==================== rtc_mem_sync
==> src/rtl/rtc_pkg.sv <==
// RTC memory-sync shared definitions.
// Packed time layout, boot default and FSM state encoding.
package rtc_pkg;

    localparam int SEC_LSB  = 0;
    localparam int SEC_W    = 6;
    localparam int MIN_LSB  = 6;
    localparam int MIN_W    = 6;
    localparam int RSVD_LSB = 12;
    localparam int RSVD_W   = 3;
    localparam int HOUR_LSB = 15;
    localparam int HOUR_W   = 5;
    localparam int DAY_LSB  = 20;
    localparam int DAY_W    = 6;
    localparam int YEAR_LSB = 26;
    localparam int YEAR_W   = 6;

    // year 1, day 1, 01:01:01
    localparam logic [31:0] TIME_DEFAULT = 32'h0410_8041;

    typedef struct packed {
        logic [YEAR_W-1:0] year;
        logic [DAY_W-1:0]  day;
        logic [HOUR_W-1:0] hour;
        logic [RSVD_W-1:0] rsvd;
        logic [MIN_W-1:0]  min;
        logic [SEC_W-1:0]  sec;
    } rtc_time_t;

    typedef enum logic [2:0] {
        ST_IDLE,
        ST_RD,
        ST_CAP,
        ST_RUN,
        ST_WR
    } rtc_state_e;

    // Out-of-range fields fall back to the boot default;
    // the reserved bits are always cleared on load.
    function automatic logic [31:0] rtc_sanitise(
        input logic [31:0] w,
        input logic [5:0]  day_max
    );
        rtc_time_t t;
        t = rtc_time_t'(w);
        t.rsvd = '0;
        if (t.sec > 6'd59 || t.min > 6'd59 ||
            t.hour > 5'd23 || t.day == 6'd0 ||
            t.day > day_max)
            return TIME_DEFAULT;
        return t;
    endfunction

endpackage

==> src/rtl/rtc_time_inc.sv <==
// RTC one-second increment.
// Pure combinational sec->min->hour->day->year carry chain.
module rtc_time_inc
    import rtc_pkg::*;
#(
    parameter int DAY_MAX = 31
) (
    input  logic [31:0] time_in,
    output logic [31:0] time_out
);

    localparam logic [5:0] DAY_LAST = 6'(DAY_MAX);

    rtc_time_t t;
    rtc_time_t n;
    logic      c_min;
    logic      c_hour;
    logic      c_day;
    logic      c_year;

    // Ripple the carry through each field; year wraps naturally at 63.
    always_comb begin
        t      = rtc_time_t'(time_in);
        n      = t;
        n.rsvd = '0;

        c_min  = (t.sec == 6'd59);
        c_hour = c_min && (t.min == 6'd59);
        c_day  = c_hour && (t.hour == 5'd23);
        c_year = c_day && (t.day == DAY_LAST);

        n.sec = c_min ? 6'd0 : t.sec + 6'd1;

        if (c_min)
            n.min = c_hour ? 6'd0 : t.min + 6'd1;

        if (c_hour)
            n.hour = c_day ? 5'd0 : t.hour + 5'd1;

        if (c_day)
            n.day = c_year ? 6'd1 : t.day + 6'd1;

        if (c_year)
            n.year = t.year + 6'd1;
    end

    assign time_out = n;

endmodule

==> src/rtl/rtc_mem_sync.sv <==
// RTC with boot-time restore and periodic writeback.
// Reads the packed time from memory, keeps it running, writes it back.
module rtc_mem_sync
    import rtc_pkg::*;
#(
    parameter int         CLKS_PER_SEC = 100,
    parameter logic [7:0] RTC_ADDR     = 8'd1,
    parameter int         WB_PERIOD    = 60,
    parameter int         DAY_MAX      = 31
) (
    input  logic        clk,
    input  logic        rst,
    input  logic        set_valid,
    input  logic [31:0] set_time,
    output logic        set_ready,
    output logic [31:0] time_out,
    output logic        time_valid,
    output logic [7:0]  mem_addr,
    output logic        mem_ce,
    output logic        mem_sel,
    output logic        mem_pwrite,
    output logic [31:0] mem_wr_data,
    input  logic [31:0] mem_rd_data
);

    localparam int PW =
        (CLKS_PER_SEC > 1) ? $clog2(CLKS_PER_SEC) : 1;
    localparam int WW = $clog2(WB_PERIOD + 1);

    localparam logic [PW-1:0] PRESC_LAST =
        PW'(CLKS_PER_SEC - 1);
    localparam logic [WW-1:0] WB_LAST =
        WW'(WB_PERIOD - 1);
    localparam logic [5:0] DAY_LAST = 6'(DAY_MAX);

    rtc_state_e    state_q;
    logic [31:0]   time_q;
    logic [31:0]   time_nxt;
    logic [PW-1:0] presc_q;
    logic [WW-1:0] wb_q;

    logic          valid_q;
    logic          ready_q;
    logic          ce_q;
    logic          sel_q;
    logic          pwr_q;
    logic [7:0]    addr_q;

    logic          running;
    logic          tick;
    logic          set_fire;
    logic          wb_hit;

    assign running  = (state_q == ST_RUN) ||
                      (state_q == ST_WR);
    assign tick     = running && (presc_q == PRESC_LAST);
    assign set_fire = set_valid && ready_q;
    assign wb_hit   = (state_q == ST_RUN) && tick &&
                      (wb_q == WB_LAST);

    rtc_time_inc #(
        .DAY_MAX (DAY_MAX)
    ) u_inc (
        .time_in  (time_q),
        .time_out (time_nxt)
    );

    // Time register, prescaler and writeback counter.
    always_ff @(posedge clk) begin
        if (rst) begin
            time_q  <= '0;
            presc_q <= '0;
            wb_q    <= '0;
        end else begin
            if (state_q == ST_CAP)
                time_q <= rtc_sanitise(mem_rd_data, DAY_LAST);
            else if (set_fire)
                time_q <= rtc_sanitise(set_time, DAY_LAST);
            else if (tick)
                time_q <= time_nxt;

            if (!running || set_fire || tick)
                presc_q <= '0;
            else
                presc_q <= presc_q + PW'(1);

            if (!running || set_fire || wb_hit)
                wb_q <= '0;
            else if (tick && state_q == ST_RUN)
                wb_q <= wb_q + WW'(1);
        end
    end

    // Sequencer with registered memory and handshake outputs.
    always_ff @(posedge clk) begin
        if (rst) begin
            state_q <= ST_IDLE;
            valid_q <= 1'b0;
            ready_q <= 1'b0;
            ce_q    <= 1'b0;
            sel_q   <= 1'b1;
            pwr_q   <= 1'b0;
            addr_q  <= '0;
        end else begin
            unique case (state_q)
                ST_IDLE: begin
                    state_q <= ST_RD;
                    ce_q    <= 1'b1;
                    sel_q   <= 1'b0;
                    pwr_q   <= 1'b0;
                    addr_q  <= RTC_ADDR;
                end
                ST_RD: begin
                    state_q <= ST_CAP;
                    ce_q    <= 1'b0;
                    sel_q   <= 1'b1;
                    addr_q  <= '0;
                end
                ST_CAP: begin
                    state_q <= ST_RUN;
                    valid_q <= 1'b1;
                    ready_q <= 1'b1;
                end
                ST_RUN: begin
                    if (set_fire || wb_hit) begin
                        state_q <= ST_WR;
                        ready_q <= 1'b0;
                        ce_q    <= 1'b1;
                        sel_q   <= 1'b0;
                        pwr_q   <= 1'b1;
                        addr_q  <= RTC_ADDR;
                    end
                end
                ST_WR: begin
                    state_q <= ST_RUN;
                    ready_q <= 1'b1;
                    ce_q    <= 1'b0;
                    sel_q   <= 1'b1;
                    pwr_q   <= 1'b0;
                    addr_q  <= '0;
                end
                default: begin
                    state_q <= ST_IDLE;
                    valid_q <= 1'b0;
                    ready_q <= 1'b0;
                    ce_q    <= 1'b0;
                    sel_q   <= 1'b1;
                    pwr_q   <= 1'b0;
                    addr_q  <= '0;
                end
            endcase
        end
    end

    // Reset forces idle values at once so an in-flight
    // write never completes at the reset edge.
    assign time_out    = rst ? '0 : time_q;
    assign time_valid  = valid_q & ~rst;
    assign set_ready   = ready_q & ~rst;
    assign mem_ce      = ce_q & ~rst;
    assign mem_sel     = sel_q | rst;
    assign mem_pwrite  = pwr_q & ~rst;
    assign mem_addr    = rst ? '0 : addr_q;
    assign mem_wr_data = (pwr_q & ~rst) ? time_q : '0;

endmodule

==> config.mk <==
export PLATFORM = sky130hd
export DESIGN_NAME = rtc_mem_sync
export DESIGN_NICKNAME = d
export VERILOG_FILES = /design/src/rtl/rtc_pkg.sv /design/src/rtl/rtc_time_inc.sv /design/src/rtl/rtc_mem_sync.sv
export SDC_FILE = /design/constraint.sdc
export NUM_CORES = 1
export LEC_CHECK = 0
export CAP_MARGIN = 10
export CORE_MARGIN = 3
export CORE_UTILIZATION = 25
export DETAILED_ROUTE_END_ITERATION = 8
export DONT_BUFFER_PORTS = 1
export GPL_ROUTABILITY_DRIVEN = 1
export SYNTH_ARGS = -nofsm -noshare
export SYNTH_HDL_FRONTEND = slang
export SYNTH_SLANG_ARGS = --single-unit
==> constraint.sdc <==
create_clock -name clk -period 5.1 [get_ports clk]
set_input_delay 1.02 -clock clk [delete_from_list [all_inputs] [get_ports clk]]
set_output_delay 1.02 -clock clk [all_outputs]
set_load 0.005 [all_outputs]
==================== axi4_lite_slave_flat
### src/rtl/axi4_lite_slave_pkg.sv
// Shared response codes, FSM state types and helpers for the AXI4-Lite slave.
package axi4_lite_pkg;

    localparam logic [1:0] RESP_OKAY   = 2'b00;
    localparam logic [1:0] RESP_SLVERR = 2'b10;

    typedef enum logic [1:0] {
        W_IDLE      = 2'd0,
        W_WAIT_DATA = 2'd1,
        W_WAIT_ADDR = 2'd2,
        W_RESP      = 2'd3
    } wr_state_e;

    typedef enum logic {
        R_IDLE = 1'b0,
        R_RESP = 1'b1
    } rd_state_e;

    function automatic logic [1:0] resp_code(input logic hit);
        return hit ? RESP_OKAY : RESP_SLVERR;
    endfunction

endpackage

### src/rtl/axi4_lite_slave_if.sv
// AXI4-Lite bus bundle between a master and axi4_lite_slave.
interface axi4_lite_slave_if #(
    parameter int AXI_ADDR_WIDTH = 64,
    parameter int AXI_DATA_WIDTH = 32
);
    logic                          AW_VALID;
    logic                          AW_READY;
    logic [AXI_ADDR_WIDTH-1:0]     AW_ADDR;
    logic [2:0]                    AW_PROT;
    logic                          W_VALID;
    logic                          W_READY;
    logic [AXI_DATA_WIDTH-1:0]     W_DATA;
    logic [AXI_DATA_WIDTH/8-1:0]   W_STRB;
    logic                          B_VALID;
    logic                          B_READY;
    logic [1:0]                    B_RESP;
    logic                          AR_VALID;
    logic                          AR_READY;
    logic [AXI_ADDR_WIDTH-1:0]     AR_ADDR;
    logic [2:0]                    AR_PROT;
    logic                          R_VALID;
    logic                          R_READY;
    logic [AXI_DATA_WIDTH-1:0]     R_DATA;
    logic [1:0]                    R_RESP;

    modport slave (
        input  AW_VALID, AW_ADDR, AW_PROT, W_VALID, W_DATA, W_STRB, B_READY,
               AR_VALID, AR_ADDR, AR_PROT, R_READY,
        output AW_READY, W_READY, B_VALID, B_RESP, AR_READY, R_VALID, R_DATA, R_RESP
    );

    modport master (
        output AW_VALID, AW_ADDR, AW_PROT, W_VALID, W_DATA, W_STRB, B_READY,
               AR_VALID, AR_ADDR, AR_PROT, R_READY,
        input  AW_READY, W_READY, B_VALID, B_RESP, AR_READY, R_VALID, R_DATA, R_RESP
    );

endinterface

### src/rtl/axi4_lite_slave_mem.sv
// Word storage: byte-enabled write port, registered read port, asynchronous clear.
module axi4_lite_slave_mem #(
    parameter int DATA_W = 32,
    parameter int DEPTH  = 64,
    parameter int IDX_W  = 6
) (
    input  logic                clk,
    input  logic                arst,
    input  logic                wr_en_i,
    input  logic [IDX_W-1:0]    wr_idx_i,
    input  logic [DATA_W-1:0]   wr_data_i,
    input  logic [DATA_W/8-1:0] wr_be_i,
    input  logic                rd_en_i,
    input  logic                rd_hit_i,
    input  logic [IDX_W-1:0]    rd_idx_i,
    output logic [DATA_W-1:0]   rd_data_o
);

    logic [DATA_W-1:0] mem_q [DEPTH];
    logic [DATA_W-1:0] rd_data_q;

    // storage array: cleared by reset, written byte-wise
    always_ff @(posedge clk or negedge arst) begin
        if (!arst) begin
            for (int i = 0; i < DEPTH; i++) begin
                mem_q[i] <= '0;
            end
        end else if (wr_en_i) begin
            for (int b = 0; b < DATA_W/8; b++) begin
                if (wr_be_i[b]) begin
                    mem_q[wr_idx_i][8*b +: 8] <= wr_data_i[8*b +: 8];
                end
            end
        end
    end

    // read register samples pre-write contents, so a same-edge write returns old data
    always_ff @(posedge clk or negedge arst) begin
        if (!arst) begin
            rd_data_q <= '0;
        end else if (rd_en_i) begin
            rd_data_q <= rd_hit_i ? mem_q[rd_idx_i] : '0;
        end else begin
            rd_data_q <= rd_data_q;
        end
    end

    assign rd_data_o = rd_data_q;

endmodule

### src/rtl/axi4_lite_slave.sv
// AXI4-Lite slave with local word storage; define AXI4_LITE_SLAVE_STRB_EN to honour
// W_STRB byte strobes (otherwise full words are always written).
module axi4_lite_slave
    import axi4_lite_pkg::*;
#(
    parameter int AXI_ADDR_WIDTH = 64,
    parameter int AXI_DATA_WIDTH = 32,
    parameter int MEM_DEPTH      = 64
) (
    input  logic            clk,
    input  logic            arst,
    axi4_lite_slave_if.slave bus
);

    localparam int NUM_BYTES = AXI_DATA_WIDTH / 8;
    localparam int OFF_W     = $clog2(NUM_BYTES);
    localparam int IDX_W     = (MEM_DEPTH > 1) ? $clog2(MEM_DEPTH) : 1;
    localparam logic [AXI_ADDR_WIDTH-1:0] DEPTH_A = AXI_ADDR_WIDTH'(MEM_DEPTH);

    wr_state_e                   wr_state_q;
    logic [AXI_ADDR_WIDTH-1:0]   aw_addr_q;
    logic [AXI_DATA_WIDTH-1:0]   w_data_q;
    logic [NUM_BYTES-1:0]        w_strb_q;
    logic                        aw_ready_q;
    logic                        w_ready_q;
    logic                        b_valid_q;
    logic [1:0]                  b_resp_q;

    rd_state_e                   rd_state_q;
    logic                        ar_ready_q;
    logic                        r_valid_q;
    logic [1:0]                  r_resp_q;

    logic                        aw_hs_s;
    logic                        w_hs_s;
    logic                        ar_hs_s;
    logic                        wr_fire_s;
    logic [AXI_ADDR_WIDTH-1:0]   wr_addr_s;
    logic [AXI_DATA_WIDTH-1:0]   wr_data_s;
    logic [NUM_BYTES-1:0]        wr_strb_s;
    logic [NUM_BYTES-1:0]        wr_be_s;
    logic [AXI_ADDR_WIDTH-1:0]   wr_word_s;
    logic                        wr_hit_s;
    logic [AXI_ADDR_WIDTH-1:0]   rd_word_s;
    logic                        rd_hit_s;
    logic [AXI_DATA_WIDTH-1:0]   r_data_s;
    logic                        unused_s;

    assign aw_hs_s = bus.AW_VALID && aw_ready_q;
    assign w_hs_s  = bus.W_VALID  && w_ready_q;
    assign ar_hs_s = bus.AR_VALID && ar_ready_q;

    // select the address/data pair that completes a write on this edge
    always_comb begin
        wr_fire_s = 1'b0;
        wr_addr_s = aw_addr_q;
        wr_data_s = w_data_q;
        wr_strb_s = w_strb_q;
        case (wr_state_q)
            W_IDLE: begin
                if (aw_hs_s && w_hs_s) begin
                    wr_fire_s = 1'b1;
                    wr_addr_s = bus.AW_ADDR;
                    wr_data_s = bus.W_DATA;
                    wr_strb_s = bus.W_STRB;
                end else begin
                    wr_fire_s = 1'b0;
                end
            end
            W_WAIT_DATA: begin
                if (w_hs_s) begin
                    wr_fire_s = 1'b1;
                    wr_data_s = bus.W_DATA;
                    wr_strb_s = bus.W_STRB;
                end else begin
                    wr_fire_s = 1'b0;
                end
            end
            W_WAIT_ADDR: begin
                if (aw_hs_s) begin
                    wr_fire_s = 1'b1;
                    wr_addr_s = bus.AW_ADDR;
                end else begin
                    wr_fire_s = 1'b0;
                end
            end
            default: begin
                wr_fire_s = 1'b0;
            end
        endcase
    end

    assign wr_word_s = wr_addr_s >> OFF_W;
    assign wr_hit_s  = wr_word_s < DEPTH_A;
    assign rd_word_s = bus.AR_ADDR >> OFF_W;
    assign rd_hit_s  = rd_word_s < DEPTH_A;

`ifdef AXI4_LITE_SLAVE_STRB_EN
    assign wr_be_s = wr_strb_s;
`else
    assign wr_be_s = '1;
`endif

    assign unused_s = ^{bus.AW_PROT, bus.AR_PROT, wr_strb_s};

    // write-channel FSM with registered handshake outputs
    always_ff @(posedge clk or negedge arst) begin
        if (!arst) begin
            wr_state_q <= W_IDLE;
            aw_addr_q  <= '0;
            w_data_q   <= '0;
            w_strb_q   <= '0;
            aw_ready_q <= 1'b1;
            w_ready_q  <= 1'b1;
            b_valid_q  <= 1'b0;
            b_resp_q   <= RESP_OKAY;
        end else if (wr_fire_s) begin
            wr_state_q <= W_RESP;
            aw_addr_q  <= wr_addr_s;
            w_data_q   <= wr_data_s;
            w_strb_q   <= wr_strb_s;
            aw_ready_q <= 1'b0;
            w_ready_q  <= 1'b0;
            b_valid_q  <= 1'b1;
            b_resp_q   <= resp_code(wr_hit_s);
        end else begin
            case (wr_state_q)
                W_IDLE: begin
                    if (aw_hs_s) begin
                        wr_state_q <= W_WAIT_DATA;
                        aw_addr_q  <= bus.AW_ADDR;
                        aw_ready_q <= 1'b0;
                    end else if (w_hs_s) begin
                        wr_state_q <= W_WAIT_ADDR;
                        w_data_q   <= bus.W_DATA;
                        w_strb_q   <= bus.W_STRB;
                        w_ready_q  <= 1'b0;
                    end else begin
                        wr_state_q <= W_IDLE;
                    end
                end
                W_WAIT_DATA, W_WAIT_ADDR: begin
                    wr_state_q <= wr_state_q;
                end
                W_RESP: begin
                    if (bus.B_READY) begin
                        wr_state_q <= W_IDLE;
                        aw_ready_q <= 1'b1;
                        w_ready_q  <= 1'b1;
                        b_valid_q  <= 1'b0;
                    end else begin
                        wr_state_q <= W_RESP;
                    end
                end
                default: begin
                    wr_state_q <= W_IDLE;
                    aw_ready_q <= 1'b1;
                    w_ready_q  <= 1'b1;
                    b_valid_q  <= 1'b0;
                end
            endcase
        end
    end

    // read-channel FSM; data comes from the storage read register
    always_ff @(posedge clk or negedge arst) begin
        if (!arst) begin
            rd_state_q <= R_IDLE;
            ar_ready_q <= 1'b1;
            r_valid_q  <= 1'b0;
            r_resp_q   <= RESP_OKAY;
        end else begin
            case (rd_state_q)
                R_IDLE: begin
                    if (ar_hs_s) begin
                        rd_state_q <= R_RESP;
                        ar_ready_q <= 1'b0;
                        r_valid_q  <= 1'b1;
                        r_resp_q   <= resp_code(rd_hit_s);
                    end else begin
                        rd_state_q <= R_IDLE;
                    end
                end
                R_RESP: begin
                    if (bus.R_READY) begin
                        rd_state_q <= R_IDLE;
                        ar_ready_q <= 1'b1;
                        r_valid_q  <= 1'b0;
                    end else begin
                        rd_state_q <= R_RESP;
                    end
                end
                default: begin
                    rd_state_q <= R_IDLE;
                    ar_ready_q <= 1'b1;
                    r_valid_q  <= 1'b0;
                end
            endcase
        end
    end

    axi4_lite_slave_mem #(
        .DATA_W (AXI_DATA_WIDTH),
        .DEPTH  (MEM_DEPTH),
        .IDX_W  (IDX_W)
    ) u_mem (
        .clk       (clk),
        .arst      (arst),
        .wr_en_i   (wr_fire_s && wr_hit_s),
        .wr_idx_i  (wr_word_s[IDX_W-1:0]),
        .wr_data_i (wr_data_s),
        .wr_be_i   (wr_be_s),
        .rd_en_i   (ar_hs_s),
        .rd_hit_i  (rd_hit_s),
        .rd_idx_i  (rd_word_s[IDX_W-1:0]),
        .rd_data_o (r_data_s)
    );

    assign bus.AW_READY = aw_ready_q;
    assign bus.W_READY  = w_ready_q;
    assign bus.B_VALID  = b_valid_q;
    assign bus.B_RESP   = b_resp_q;
    assign bus.AR_READY = ar_ready_q;
    assign bus.R_VALID  = r_valid_q;
    assign bus.R_DATA   = r_data_s;
    assign bus.R_RESP   = r_resp_q;

endmodule

### src/flat_wrapper.sv
// flat-port wrapper written by rule: the top's interface ports become plain ports
module axi4_lite_slave_flat import axi4_lite_pkg::*;
#(
    parameter int AXI_ADDR_WIDTH = 64,
    parameter int AXI_DATA_WIDTH = 32,
    parameter int MEM_DEPTH      = 64
)
  (clk, arst, bus_AW_VALID, bus_AW_ADDR, bus_AW_PROT, bus_W_VALID, bus_W_DATA, bus_W_STRB, bus_B_READY, bus_AR_VALID, bus_AR_ADDR, bus_AR_PROT, bus_R_READY, bus_AW_READY, bus_W_READY, bus_B_VALID, bus_B_RESP, bus_AR_READY, bus_R_VALID, bus_R_DATA, bus_R_RESP);
  axi4_lite_slave_if #(.AXI_ADDR_WIDTH(AXI_ADDR_WIDTH), .AXI_DATA_WIDTH(AXI_DATA_WIDTH)) bus_i ();
  input  logic clk;
  input  logic arst;
  input wire logic [$bits(bus_i.AW_VALID)-1:0] bus_AW_VALID;
  input wire logic [$bits(bus_i.AW_ADDR)-1:0] bus_AW_ADDR;
  input wire logic [$bits(bus_i.AW_PROT)-1:0] bus_AW_PROT;
  input wire logic [$bits(bus_i.W_VALID)-1:0] bus_W_VALID;
  input wire logic [$bits(bus_i.W_DATA)-1:0] bus_W_DATA;
  input wire logic [$bits(bus_i.W_STRB)-1:0] bus_W_STRB;
  input wire logic [$bits(bus_i.B_READY)-1:0] bus_B_READY;
  input wire logic [$bits(bus_i.AR_VALID)-1:0] bus_AR_VALID;
  input wire logic [$bits(bus_i.AR_ADDR)-1:0] bus_AR_ADDR;
  input wire logic [$bits(bus_i.AR_PROT)-1:0] bus_AR_PROT;
  input wire logic [$bits(bus_i.R_READY)-1:0] bus_R_READY;
  output wire logic [$bits(bus_i.AW_READY)-1:0] bus_AW_READY;
  output wire logic [$bits(bus_i.W_READY)-1:0] bus_W_READY;
  output wire logic [$bits(bus_i.B_VALID)-1:0] bus_B_VALID;
  output wire logic [$bits(bus_i.B_RESP)-1:0] bus_B_RESP;
  output wire logic [$bits(bus_i.AR_READY)-1:0] bus_AR_READY;
  output wire logic [$bits(bus_i.R_VALID)-1:0] bus_R_VALID;
  output wire logic [$bits(bus_i.R_DATA)-1:0] bus_R_DATA;
  output wire logic [$bits(bus_i.R_RESP)-1:0] bus_R_RESP;
  assign bus_i.AW_VALID = bus_AW_VALID;
  assign bus_i.AW_ADDR = bus_AW_ADDR;
  assign bus_i.AW_PROT = bus_AW_PROT;
  assign bus_i.W_VALID = bus_W_VALID;
  assign bus_i.W_DATA = bus_W_DATA;
  assign bus_i.W_STRB = bus_W_STRB;
  assign bus_i.B_READY = bus_B_READY;
  assign bus_i.AR_VALID = bus_AR_VALID;
  assign bus_i.AR_ADDR = bus_AR_ADDR;
  assign bus_i.AR_PROT = bus_AR_PROT;
  assign bus_i.R_READY = bus_R_READY;
  assign bus_AW_READY = bus_i.AW_READY;
  assign bus_W_READY = bus_i.W_READY;
  assign bus_B_VALID = bus_i.B_VALID;
  assign bus_B_RESP = bus_i.B_RESP;
  assign bus_AR_READY = bus_i.AR_READY;
  assign bus_R_VALID = bus_i.R_VALID;
  assign bus_R_DATA = bus_i.R_DATA;
  assign bus_R_RESP = bus_i.R_RESP;
  axi4_lite_slave #(.AXI_ADDR_WIDTH(AXI_ADDR_WIDTH), .AXI_DATA_WIDTH(AXI_DATA_WIDTH), .MEM_DEPTH(MEM_DEPTH)) u_core (.clk(clk), .arst(arst), .bus(bus_i));
endmodule
### config.mk
export PLATFORM = sky130hd
export DESIGN_NAME = axi4_lite_slave_flat
export DESIGN_NICKNAME = d
export VERILOG_FILES = /design/src/rtl/axi4_lite_slave_pkg.sv /design/src/rtl/axi4_lite_slave_if.sv /design/src/rtl/axi4_lite_slave_mem.sv /design/src/rtl/axi4_lite_slave.sv /design/src/flat_wrapper.sv
export SDC_FILE = /design/constraint.sdc
export NUM_CORES = 2
export LEC_CHECK = 0
export CAP_MARGIN = 10
export CELL_PAD_IN_SITES_DETAIL_PLACEMENT = 1
export CELL_PAD_IN_SITES_GLOBAL_PLACEMENT = 2
export CORE_MARGIN = 5
export CORE_UTILIZATION = 51
export CTS_BUF_LIST = sky130_fd_sc_hd__clkbuf_4
export CTS_CLUSTER_DIAMETER = 40
export CTS_CLUSTER_SIZE = 30
export DETAILED_ROUTE_END_ITERATION = 6
export GPL_TIMING_DRIVEN = 0
export PLACE_DENSITY_LB_ADDON = 0.12
export SYNTH_ARGS = -nofsm -noshare
export SYNTH_HDL_FRONTEND = slang
export SYNTH_HIERARCHICAL = 1
export SYNTH_SLANG_ARGS = --single-unit
export TNS_END_PERCENT = 50
### constraint.sdc
create_clock -name clk -period 12.4 [get_ports clk]
set_clock_uncertainty 0.05 [all_clocks]
set_input_delay 2.48 -clock clk [delete_from_list [all_inputs] [get_ports clk]]
set_output_delay 2.48 -clock clk [all_outputs]
set_load 0.02 [all_outputs]
rtc_mem_sync/metal_stack.png
Scale bar: 50 µm. Two of the layers only.
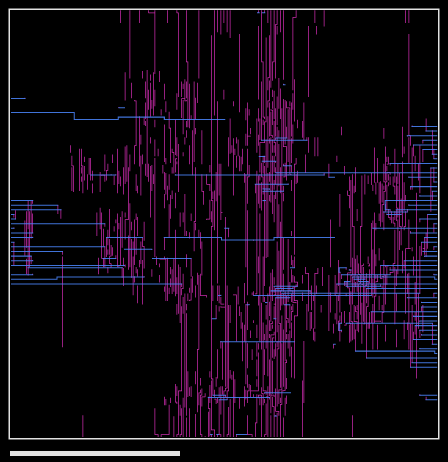
- magenta: met2 (wire length 5790 µm)
- blue: met3 (wire length 1260 µm)

rtc_mem_sync/final_clocks.png
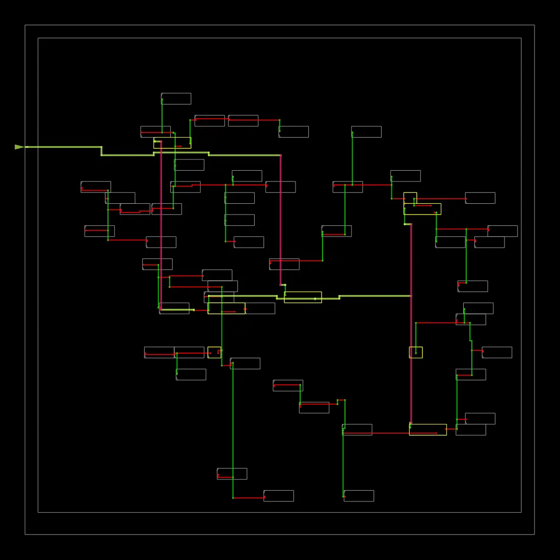
P_clk: 0.363 mW
Clock Sink Count: 50

==> impl_metrics.csv, rtc_mem_sync <==
group,metric,value,unit
pwr,p_per_area,279,mW/mm²
final_layout,antenna_cells,0,
placement,placed_cells,605,
sta,setup_viol,0,
final_layout,final_cell_mix,"50 x dfxtp_1, 39 x nor2_1, 28 x and2_1",
logic_synthesis,ys_sh_mux,0.280,%
placement,io_buffers,0,
pwr,peakVddDrop,0.148,mV
final_layout,seq-cell-share,26.3,%
logic_synthesis,synth_top_area_share,28.0,%
pwr,total_power,1.06,mW
logic_synthesis,synthArstFlopShare,0,%
final_layout,clk_share,3.98,%
logic_synthesis,ys_sh_simple,31.9,%
die,die_w,126,µm
final_layout,buffers,2,
sta,fin_tns_setup,0,ns
die,num_rows,43,
global_route,grt_pass1_vias,3384,
outcome,status,"complete, no violations",
job,warnings,32,
placement,post-dp-hpwl,9740,µm
min_path,holdCritStartpoint,"presc_q[0]$_SDFF_PP0_",
worst_setup_path,crit_fanout,17,
clock_tree,clk_pin_slew_worst_paths,0.08,ns
die,initial_core_util,25.7,%
die,core-area,0.0139,mm²
worst_setup_path,path_class,"reg -> reg",
global_route,grt_max_degree,58,
logic_synthesis,syn_area_per_cell,7.98,µm²
sta,fin_worst_skew,0.00428,ns
## rtc_mem_sync: flip-flops by register name (all words and copies together) (netlist names)
name	count
pwr_q	1
addr_q	1
ready_q	1
presc_q	7
time_q	29
sel_q	1
state_q	3
valid_q	1
wb_q	6
## rtc_mem_sync: worst max-delay path, delay by kind of cell (launching register included)
family,cells,cell delay (ns)
flip-flops,1,0.57
AND-OR/OR-AND,2,1.16
AND/OR/NAND/NOR,3,1.34
## rtc_mem_sync: layer usage
layer	share of wire, %	routed length [µm]	track usage, %
met1	41	5270	18.9
met2	45	5790	24.7
met3	9.8	1260	5.81
met4	3.8	486	8.04
met5	0.062	8	0
## rtc_mem_sync: synthesized netlist by cell type (all sizes together) (8+ instances only)
library cell / n
dfxtp: 50
nor2: 40
and2: 29
nand2: 25
buf: 23
nor2b: 23
a21oi: 18
nand3: 18
a221oi: 16
o21ai: 15
clkbuf: 14
inv: 14
xnor2: 13
xor2: 13
and3: 11
nand4: 11
nor3: 10
a22oi: 8
## rtc_mem_sync: power breakdown
group          leakage, nW  internal (mW)  switching, mW
combinational        0.945         0.0904          0.135
sequential           0.407          0.424         0.0488
clock               0.0748          0.187          0.176
axi4_lite_slave_flat/registers.png
Scale bar: 100 µm. Other sequential cells in the stronger grey, the rest of the logic in the fainter grey.
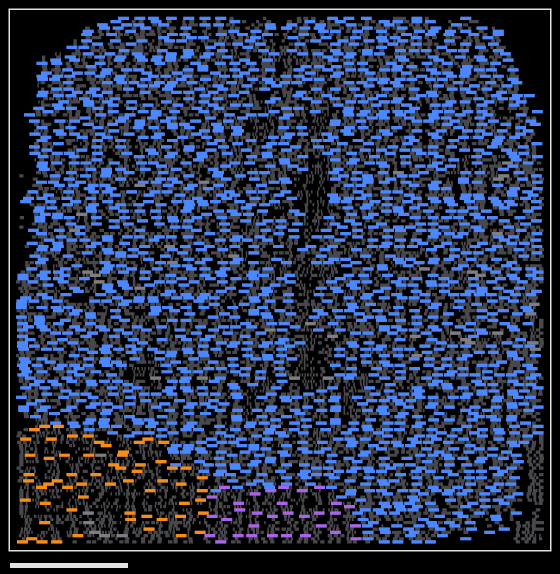
- orange: `u_core/aw_addr_q` (placed flops 62; where lower left)
- purple: `u_core/w_data_q` (placed flops 32; where bottom centre)
- blue: `u_core/u_mem/mem_q` (placed flops 2048; where widely spread)

==> impl_metrics.csv, axi4_lite_slave_flat <==
group,metric,value,unit
placement,dpl_cell_area,0.109,mm²
die,tap_cells,2656,
sta,drv_slew,12,
final_layout,comb.multi_input.count,4347,
sta,fmaxAchievable,0.118,GHz
final_layout,final_cell_area,0.115,mm²
pwr,internal-power,10.1,mW
placement,post-dp-hpwl,310000,µm
pwr,p_seq_share,50.8,%
clock_tree,cts_tree,"built",
outcome,violations,"max-capacitance violations, max-slew violations",
logic_synthesis,synthCells,7085,
placement,placed_cells,10015,
logic_synthesis,ys_cells,7085,
final_layout,comb_share,39.0,%
die,die_h,457,µm
global_route,grt_max_degree,186,
worst_setup_path,worstPathCellList,"clkdlybuf4s50_1 -> and4_1 -> buf_6 -> buf_2 -> clkbuf_1 -> buf_2 -> a22oi_1 -> o21ai_0 -> clkbuf_1 -> nand2_1 -> nor2_1 -> nand2_1 -> nor2_1 -> mux2_2",
min_path,whs_path_depth,1,
worst_setup_path,end_kind,"flip-flop",
global_route,antenna_found_initial,33,
global_route,track_usage,42.0,%
job,max_cap_violations,3,
worst_setup_path,r2r_start,"u_core/bus.AW_READY$_DFFE_PN1P_",
final_layout,flop_area,0.0547,mm²
detailed_routing,m1WireLength,167000,µm
detailed_routing,wl_met2,190000,µm
worst_setup_path,critical_path.startpoint,"bus_AW_VALID",
logic_synthesis,ys.flop_type,"dfrtp_1",
final_layout,flop-count,2184,
placement,gp_congestion,1.01,
outcome,status,"finished with violations",
final_layout,mi_logic_area,0.0448,mm²
detailed_routing,dr_wl_met3,49400,µm
die,fp.dieArea,0.209,mm²
final_layout,largest_cell_class,"flip-flops and latches",
sta,relSlewSlack,-0.687,%
sta,hold_slack,0.460,ns
final_layout,nClkBuffers,407,
detailed_routing,route.detailed.drc,0,
logic_synthesis,yosysChipArea,0.102,mm²
==> axi4_lite_slave_flat: cell families (layout without fill, tap and decap cells) <==
family / Yosys count / after routing / synth area share [%]
other: 2 / 39 / 0.00736
buffers and inverters: 562 / 1515 / 2.59
flip-flops: 2184 / 2184 / 53.6
AND/OR/NAND/NOR: 874 / 874 / 3.74
AND-OR/OR-AND: 651 / 651 / 4.47
multiplexers: 2808 / 2808 / 35.6
adder cells (fa/ha/maj): 4 / 4 / 0.0490
==> axi4_lite_slave_flat: registers in the layout, indices dropped and copies added (netlist names), 2 cells and up <==
register                cells
u_core/aw_addr_q           62
u_core/u_mem/rd_data_o     32
u_core/u_mem/mem_q       2048
u_core/w_data_q            32
u_core/wr_state_q           2
==> axi4_lite_slave_flat: cells in the final DEF, fill, tap and decap left out, types with 66 or more instances in the layout <==
cell / count
mux2_2: 2058
a21oi_1: 74
nand2_1: 378
clkbuf_4: 408
clkbuf_1: 331
mux2i_1: 301
buf_4: 67
buf_2: 69
clkdlybuf4s50_1: 197
dfrtp_1: 2181
buf_6: 66
a22oi_1: 204
nor2_1: 272
o21ai_0: 107
mux4_2: 443


==> layout pictures side by side <==
Routed clock nets over the placement.
Plate I
Scale bar: 50 µm.
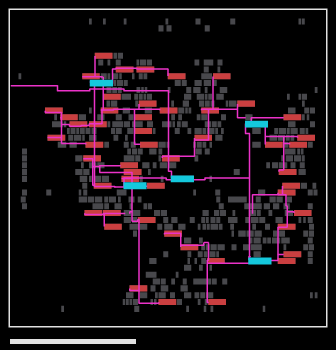
Plate II
Scale bar: 100 µm.
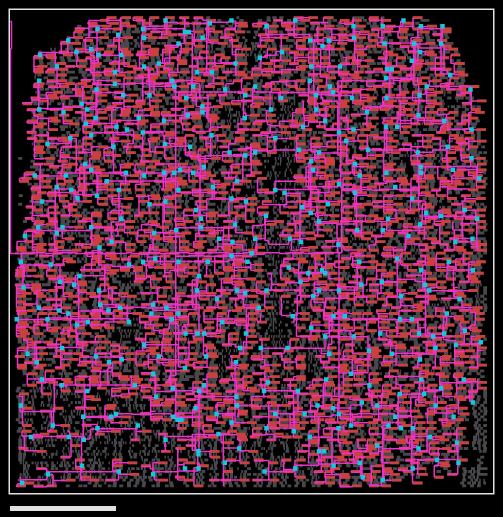
The one with the most sequential cells is Plate II.
| picture | from |
|---|---|
| Plate II | axi4_lite_slave_flat |
| Plate I | rtc_mem_sync |

No activity file was given, so power comes from the tool's default toggle rates.
